=== block 1 ===
==> config.mk <==
export PLATFORM = sky130hd
export DESIGN_NAME = fetch_queue
export DESIGN_NICKNAME = d
export VERILOG_FILES = /design/src/rtl/fetch_queue.sv
export SDC_FILE = /design/constraint.sdc
export NUM_CORES = 1
export LEC_CHECK = 0
export CORE_UTILIZATION = 30
export CTS_BUF_LIST = sky130_fd_sc_hd__clkbuf_8 sky130_fd_sc_hd__clkbuf_16
export DETAILED_ROUTE_END_ITERATION = 7
export HOLD_SLACK_MARGIN = 0.06
export MAX_ROUTING_LAYER = met4
export SYNTH_ARGS = -nofsm -noshare
export SYNTH_HDL_FRONTEND = slang
export SYNTH_SLANG_ARGS = --single-unit
==> constraint.sdc <==
create_clock -name clk -period 6.8 [get_ports clk]
set_input_delay 1.36 -clock clk [delete_from_list [all_inputs] [get_ports clk]]
set_output_delay 1.36 -clock clk [all_outputs]
set_load 0.02 [all_outputs]
==> src/rtl/fetch_queue.sv <==
// Instruction fetch queue: strict FIFO of PC/instruction pairs between fetch and decode.
// Optional macro FETCH_QUEUE_BYPASS_EN forwards an offered entry straight to decode when the queue is empty.
module fetch_queue #(
    parameter int ADDR_WIDTH  = 32,
    parameter int INSTR_WIDTH = 32,
    parameter int DEPTH       = 4
) (
    input  logic                           clk,
    input  logic                           reset_n,
    input  logic                           in_valid,
    input  logic [ADDR_WIDTH-1:0]          in_pc,
    input  logic [INSTR_WIDTH-1:0]         in_instr,
    output logic                           in_ready,
    input  logic                           flush,
    output logic                           out_valid,
    output logic [ADDR_WIDTH-1:0]          out_pc,
    output logic [INSTR_WIDTH-1:0]         out_instr,
    input  logic                           out_ready,
    output logic [$clog2(DEPTH+1)-1:0]     count,
    output logic                           full,
    output logic                           empty
);

    localparam int PTR_W = $clog2(DEPTH);
    localparam int CNT_W = $clog2(DEPTH+1);

    logic [PTR_W-1:0]       wrPtr_q, wrPtr_d;
    logic [PTR_W-1:0]       rdPtr_q, rdPtr_d;
    logic [CNT_W-1:0]       count_q, count_d;
    logic                   live_q;
    logic [ADDR_WIDTH-1:0]  pcMem_q    [DEPTH];
    logic [INSTR_WIDTH-1:0] instrMem_q [DEPTH];

    logic headValid;
    logic bypass;
    logic push;
    logic pop;
    logic writeEn;
    logic readEn;

    assign full      = (count_q == CNT_W'(DEPTH));
    assign empty     = (count_q == '0);
    assign count     = count_q;

    // live_q keeps in_ready low until the first clock edge after reset releases
    assign in_ready  = live_q && !full && !flush;
    assign headValid = !empty && !flush;

`ifdef FETCH_QUEUE_BYPASS_EN
    assign bypass = live_q && empty && in_valid && !flush;

    always_comb begin
        out_valid = headValid || bypass;
        out_pc    = '0;
        out_instr = '0;
        if (headValid) begin
            out_pc    = pcMem_q[rdPtr_q];
            out_instr = instrMem_q[rdPtr_q];
        end else if (bypass) begin
            out_pc    = in_pc;
            out_instr = in_instr;
        end
    end
`else
    assign bypass = 1'b0;

    always_comb begin
        out_valid = headValid;
        out_pc    = '0;
        out_instr = '0;
        if (headValid) begin
            out_pc    = pcMem_q[rdPtr_q];
            out_instr = instrMem_q[rdPtr_q];
        end
    end
`endif

    assign push    = in_valid && in_ready;
    assign pop     = out_valid && out_ready;
    // A bypassed entry consumed in the same cycle never touches storage
    assign writeEn = push && !(bypass && out_ready);
    assign readEn  = pop && headValid;

    always_comb begin
        wrPtr_d = wrPtr_q;
        rdPtr_d = rdPtr_q;
        count_d = count_q;
        if (flush) begin
            wrPtr_d = '0;
            rdPtr_d = '0;
            count_d = '0;
        end else begin
            if (writeEn) begin
                wrPtr_d = wrPtr_q + PTR_W'(1);
            end
            if (readEn) begin
                rdPtr_d = rdPtr_q + PTR_W'(1);
            end
            case ({writeEn, readEn})
                2'b10:   count_d = count_q + CNT_W'(1);
                2'b01:   count_d = count_q - CNT_W'(1);
                default: count_d = count_q;
            endcase
        end
    end

    always_ff @(posedge clk or negedge reset_n) begin
        if (!reset_n) begin
            wrPtr_q <= '0;
            rdPtr_q <= '0;
            count_q <= '0;
            live_q  <= 1'b0;
        end else begin
            wrPtr_q <= wrPtr_d;
            rdPtr_q <= rdPtr_d;
            count_q <= count_d;
            live_q  <= 1'b1;
        end
    end

    // Storage needs no reset: occupancy is tracked solely by count_q and the pointers
    always_ff @(posedge clk) begin
        if (writeEn) begin
            pcMem_q[wrPtr_q]    <= in_pc;
            instrMem_q[wrPtr_q] <= in_instr;
        end
    end

endmodule

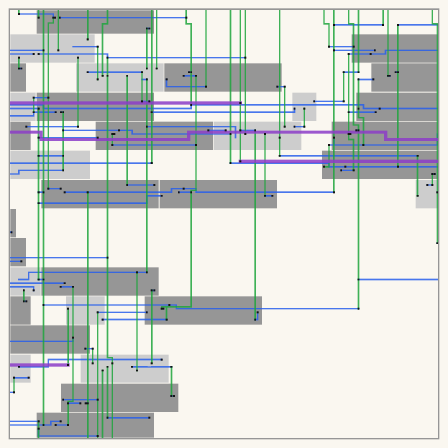
(block_1/closeup.png)
Region (27, 120) to (67, 160) um. Cells in grey, sequential cells in the stronger grey; small squares are vias.
- blue: M1
- green: M2
- purple: M3
- sequential cells in the window: 16
- netlist names of flops here include: instrMem_q (16)
- cells with their middle in the window: 24
- most frequent: edfxtp_1 (16), mux4_2 (4), and2_1 (2)

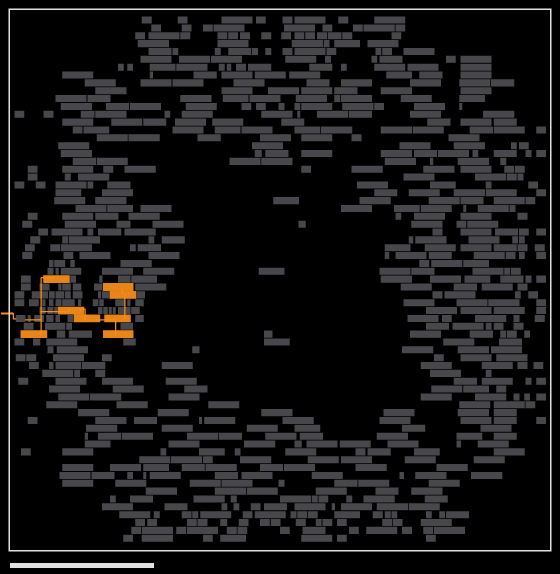
(block_1/port_trees.png)
Bar = 50 um.
- orange: reset_n (direction input; edge left; end cells 8; wire 72.3 um)

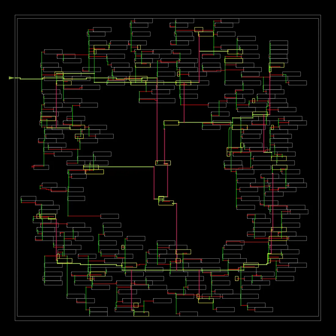
(block_1/clock_nets.png)
P_clk: 1.57 mW
flop count: 264

==> impl_metrics.env <==
# physical design summary
export IMPL_seqPwrFrac=0.493
export IMPL_dr_wl_met3_um=965
export IMPL_cts_buffers=29
export IMPL_startpoint="flush"
export IMPL_postCtsHoldBufs=0
export IMPL_holdPathEnd="wrPtr_q[1]$_DFFE_PN0P_"
export IMPL_finalNonFillerCells=1087
export IMPL_cp_end_kind="primary output"
export IMPL_drtIter0Drc=258
export IMPL_status="finished clean"
export IMPL_min_delay_start="wrPtr_q[1]$_DFFE_PN0P_"
export IMPL_timing_rr_start="count[0]$_DFFE_PN0P_"
export IMPL_top_area_cell="edfxtp_1"
export IMPL_synth_top_cell_by_count="edfxtp_1"
export IMPL_critPathMaxStageDelay_ns=0.65
export IMPL_drv_cap=0
export IMPL_worst_slack_ns=1.55
export IMPL_p_per_area_nw_per_um2=284
export IMPL_final_setup_viol_count=0
export IMPL_hold_viol=0
export IMPL_p_leak_nw=4.11
[layout by cell type, fill, tap and decap left out, drive strengths merged]
master,Yosys,final
nor3b,1,1
and2,70,70
or3,2,2
o211ai,1,1
clkinvlp,0,2
nor4,2,2
a32oi,1,1
clkinv,0,9
bufinv,0,4
o21ai,4,4
nor3,2,2
dfrtp,8,8
nand2,2,2
inv,4,11
conb,1,1
nand3b,1,1
a31oi,2,2
edfxtp,256,256
xnor2,3,3
o31ai,1,1
mux2i,2,2
mux4,64,64
ha,4,4
clkdlybuf4s50,0,139
nor2,6,6
clkbuf,3,32
a21oi,2,2
or2,1,1
fa,1,1
buf,20,3
nand3,1,1
a21o,1,1
[tightest hold or removal path: stages, from the launching register on]
cell and delay (ns):
dfrtp_1 0.39, mux2i_1 0.09, nor2_1 0.07
[cell families (layout without fill, tap and decap cells)]
kind of cell,Yosys count,count (layout),synth area share
simple gates,88,88,0.0541
other cells,1,1,0.000365
fa+ha+maj,5,5,0.00682
buf+inv,27,200,0.0185
xor+xnor,3,3,0.00256
compound gates,12,12,0.00803
mux,66,66,0.142
flops,264,264,0.767

=== block 2 ===
[src/rtl/lpif_csr_avmm_arb.sv]
`default_nettype none
//------------------------------------------------------------------------------
// Module   : lpif_csr_avmm_arb
// Brief    : Round-robin two-requester Avalon-MM arbiter for the CSR bridge,
//            one outstanding transaction, with read-response timeout.
// Revision : 1.0 - initial release
//------------------------------------------------------------------------------
module lpif_csr_avmm_arb #(
    parameter int unsigned RD_TIMEOUT = 255,
    parameter logic [31:0] ERR_DATA   = 32'hDEAD_BEEF
) (
    input  logic        clk,
    input  logic        rst_n,
    input  logic [31:0] m0_address,
    input  logic        m0_read,
    input  logic        m0_write,
    input  logic [31:0] m0_writedata,
    input  logic [3:0]  m0_byteenable,
    output logic [31:0] m0_readdata,
    output logic        m0_waitrequest,
    output logic        m0_readdatavalid,
    input  logic [31:0] m1_address,
    input  logic        m1_read,
    input  logic        m1_write,
    input  logic [31:0] m1_writedata,
    input  logic [3:0]  m1_byteenable,
    output logic [31:0] m1_readdata,
    output logic        m1_waitrequest,
    output logic        m1_readdatavalid,
    output logic [31:0] s_address,
    output logic        s_read,
    output logic        s_write,
    output logic [31:0] s_writedata,
    output logic [3:0]  s_byteenable,
    input  logic [31:0] s_readdata,
    input  logic        s_waitrequest,
    input  logic        s_readdatavalid,
    output logic        grant_id,
    output logic        busy,
    output logic        rd_timeout_err
);

    typedef enum logic [1:0] {
        ST_IDLE    = 2'd0,
        ST_GRANT   = 2'd1,
        ST_RD_WAIT = 2'd2
    } state_t;

    localparam logic [15:0] c_timeout = 16'(RD_TIMEOUT);

    state_t      r_state;
    logic        r_rr_ptr;
    logic        r_grant_id;
    logic        r_err;
    logic [15:0] r_cnt;

    logic        w_req0;
    logic        w_req1;
    logic        w_sel;
    logic        w_gnt_read;
    logic        w_gnt_write;
    logic        w_in_grant;
    logic        w_in_wait;
    logic        w_cnt_hit;
    logic        w_rsp_valid;
    logic [31:0] w_rsp_data;

    assign w_req0      = m0_read | m0_write;
    assign w_req1      = m1_read | m1_write;
    assign w_sel       = (w_req0 & w_req1) ? r_rr_ptr : w_req1;
    assign w_in_grant  = (r_state == ST_GRANT);
    assign w_in_wait   = (r_state == ST_RD_WAIT);

    // Read has priority when a requester raises both strobes.
    assign w_gnt_read  = r_grant_id ? m1_read : m0_read;
    assign w_gnt_write = (r_grant_id ? m1_write : m0_write) & ~w_gnt_read;

    assign s_read       = w_in_grant & w_gnt_read;
    assign s_write      = w_in_grant & w_gnt_write;
    assign s_address    = w_in_grant ? (r_grant_id ? m1_address    : m0_address)    : '0;
    assign s_writedata  = w_in_grant ? (r_grant_id ? m1_writedata  : m0_writedata)  : '0;
    assign s_byteenable = w_in_grant ? (r_grant_id ? m1_byteenable : m0_byteenable) : '0;

    // Real data on the timeout cycle takes precedence over the error response.
    assign w_cnt_hit   = (r_cnt >= c_timeout);
    assign w_rsp_valid = w_in_wait & (s_readdatavalid | w_cnt_hit);
    assign w_rsp_data  = s_readdatavalid ? s_readdata : ERR_DATA;

    assign m0_waitrequest   = ~(w_in_grant & ~r_grant_id) | s_waitrequest;
    assign m1_waitrequest   = ~(w_in_grant &  r_grant_id) | s_waitrequest;
    assign m0_readdatavalid = w_rsp_valid & ~r_grant_id;
    assign m1_readdatavalid = w_rsp_valid &  r_grant_id;
    assign m0_readdata      = m0_readdatavalid ? w_rsp_data : '0;
    assign m1_readdata      = m1_readdatavalid ? w_rsp_data : '0;

    assign grant_id       = r_grant_id;
    assign busy           = (r_state != ST_IDLE);
    assign rd_timeout_err = r_err;

    always_ff @(posedge clk or negedge rst_n) begin
        if (!rst_n) begin
            r_state    <= ST_IDLE;
            r_rr_ptr   <= 1'b0;
            r_grant_id <= 1'b0;
            r_err      <= 1'b0;
            r_cnt      <= '0;
        end else begin
            case (r_state)
                ST_IDLE: begin
                    if (w_req0 | w_req1) begin
                        r_grant_id <= w_sel;
                        r_state    <= ST_GRANT;
                    end
                end
                ST_GRANT: begin
                    // Requester withdrew before acceptance: nothing was issued.
                    if (!(w_gnt_read | w_gnt_write)) begin
                        r_state <= ST_IDLE;
                    end else if (!s_waitrequest) begin
                        if (w_gnt_read) begin
                            r_state <= ST_RD_WAIT;
                            r_cnt   <= '0;
                        end else begin
                            r_state  <= ST_IDLE;
                            r_rr_ptr <= ~r_grant_id;
                        end
                    end
                end
                ST_RD_WAIT: begin
                    if (r_cnt != 16'hFFFF) begin
                        r_cnt <= r_cnt + 16'd1;
                    end
                    if (w_rsp_valid) begin
                        r_state  <= ST_IDLE;
                        r_rr_ptr <= ~r_grant_id;
                        if (!s_readdatavalid) begin
                            r_err <= 1'b1;
                        end
                    end
                end
                default: r_state <= ST_IDLE;
            endcase
        end
    end

endmodule
`default_nettype wire
[config.mk]
export PLATFORM = sky130hd
export DESIGN_NAME = lpif_csr_avmm_arb
export DESIGN_NICKNAME = d
export VERILOG_FILES = /design/src/rtl/lpif_csr_avmm_arb.sv
export SDC_FILE = /design/constraint.sdc
export NUM_CORES = 1
export LEC_CHECK = 0
export ABC_AREA = 1
export CORE_AREA = 2 2 123 125
export DETAILED_ROUTE_END_ITERATION = 8
export DIE_AREA = 0 0 125 127
export HOLD_SLACK_MARGIN = 0.06
export PLACE_DENSITY_LB_ADDON = 0.2
export SLEW_MARGIN = 20
export SYNTH_ARGS = -nofsm -noshare
export SYNTH_HDL_FRONTEND = slang
export SYNTH_SLANG_ARGS = --single-unit
[constraint.sdc]
create_clock -name clk -period 2.8 [get_ports clk]
set_input_delay 0.28 -clock clk [delete_from_list [all_inputs] [get_ports clk]]
set_output_delay 0.28 -clock clk [all_outputs]
set_load 0.02 [all_outputs]
==> impl_metrics.env <==
# physical design summary
export IMPL_status="finished clean"
export IMPL_regMostFlops="r_cnt"
export IMPL_worst_slack_ns=0.223
export IMPL_drive_above_1_share=0.0442
export IMPL_viasPerCell=4.55
export IMPL_hold_viol=0
export IMPL_worstPathCellList="ha_1 -> nand2_1 -> nor2_2 -> nand2_1 -> nand3_2 -> nand3_2 -> buf_4 -> a21oi_1 -> dlygate4sd2_1"
export IMPL_cp_slowest_cell="dfrtp_1"
export IMPL_adder_share=0.00485
export IMPL_placement_cell_area_um2=5920
export IMPL_busiest_layer="met2"
export IMPL_num_vias=4031
export IMPL_fin_crit_sh=0.920
export IMPL_wl_met1_um=6030
export IMPL_drv_cap=0
export IMPL_grtUsageMet3=0.0410
export IMPL_clock_fmax_ghz=0.388
export IMPL_core_area_um2=14400
export IMPL_mux_share=0
export IMPL_post_dp_hpwl_um=12700
export IMPL_cts_setup_buffers=0
export IMPL_drtIter0Drc=192
export IMPL_antenna_found_initial=0
export IMPL_ys_seq_share=0.204
export IMPL_antennaDiodeCount=0
export IMPL_final_setup_viol_count=0
export IMPL_highest_layer="met4"
export IMPL_grt_pass1_wl_um=23500
export IMPL_stdcell_area_um2=6100
export IMPL_synthAoiAreaFrac=0.368
export IMPL_critPathMaxStageDelay_ns=0.38
export IMPL_insertion_delay_ns=0.26
export IMPL_yosys_most_used_dff="dfrtp_1"
export IMPL_gp_congestion=0.890
export IMPL_hold_ws_ns=0.378
export IMPL_layout_top_cells="clkdlybuf4s50_1, nand2_1, a22o_1"
export IMPL_reg_largest_list="r_cnt x16, r_state x2"
export IMPL_final_common_cell="clkdlybuf4s50_1"
==> worst paths after layout <==
path / start / end / slack (ns) / cells after the start
setup / recovery: r_cnt[1]$_DFFE_PN0P_ / m0_readdata[19] / 0.22 / 9
hold / removal: rst_n / r_cnt[7]$_DFFE_PN0P_ / 0.38 / 2
setup reg to reg: r_state[1]$_DFFE_PN0P_ / r_cnt[11]$_DFFE_PN0P_ / 0.77 / 7
hold reg to reg: rd_timeout_err$_DFFE_PN0P_ / rd_timeout_err$_DFFE_PN0P_ / 0.48 / 1
max in group asynchronous: rst_n / r_state[0]$_DFFE_PN0P_ / 2.19 / 2
min in group clk: rd_timeout_err$_DFFE_PN0P_ / rd_timeout_err$_DFFE_PN0P_ / 0.48 / 1
==> cell type report <==
type | instances | area [um2] | share of cell area
Timing Repair Buffer | 324 | 3340 | 0.548
Multi-Input combinational cell | 292 | 1690 | 0.278
Sequential cell | 21 | 526 | 0.0862
Tap cell | 184 | 230 | 0.0377
Inverter | 61 | 229 | 0.0375
Clock buffer | 4 | 78.8 | 0.0129
==> report_power, final <==
group          total, mW  switching (mW)  internal, mW
Clock              0.305           0.111         0.194
Sequential         0.422          0.0648         0.357
Combinational       3.54            1.91          1.63
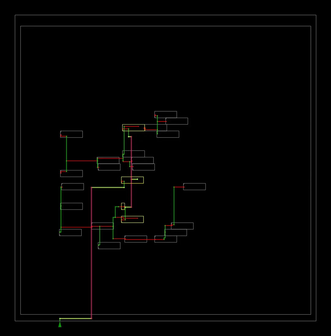
(block_2/clock_nets.png)
worst clock skew: 0.00398 ns
CTS Sinks: 21
P_clk: 305 uW

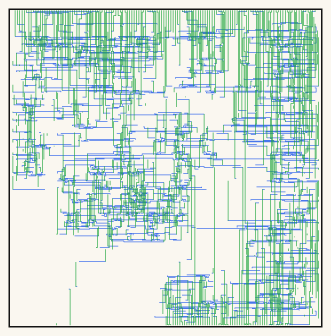
(block_2/layers.png)
Only two layers are drawn.
- green: M2 (wire length 8530 um)
- blue: M1 (wire length 6030 um)



==> notes/layouts.md <==
Pictures saved along the way, in no particular order.

Where the registers sit.
Bar = 50 um. Other sequential cells in the stronger grey, the rest of the logic in the fainter grey.
Plate I
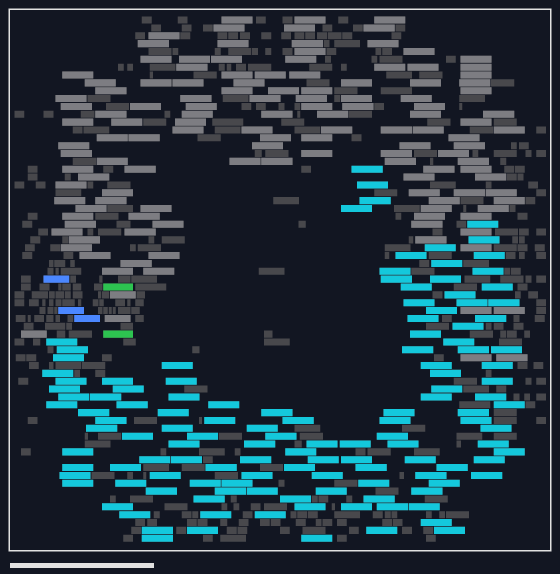
Plate II
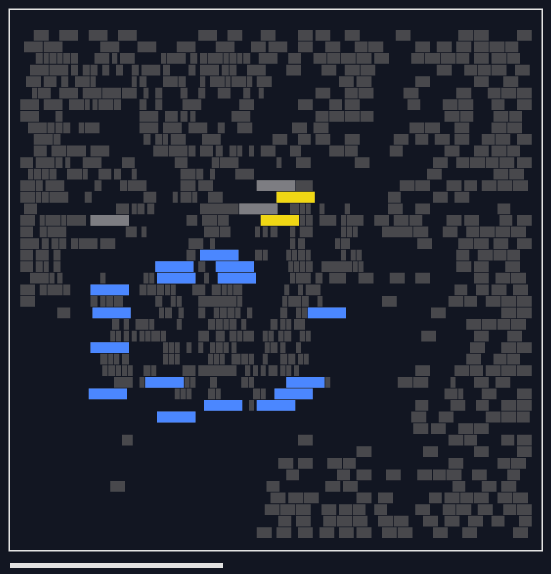
block 1: Plate I
block 2: Plate II

Key to Plate I:
- green: rdPtr_q (sequential cells 2)
- blue: count (sequential cells 3)
- cyan: pcMem_q (sequential cells 128)
- not coloured: 131

No activity file was given, so power comes from the tool's default toggle rates.
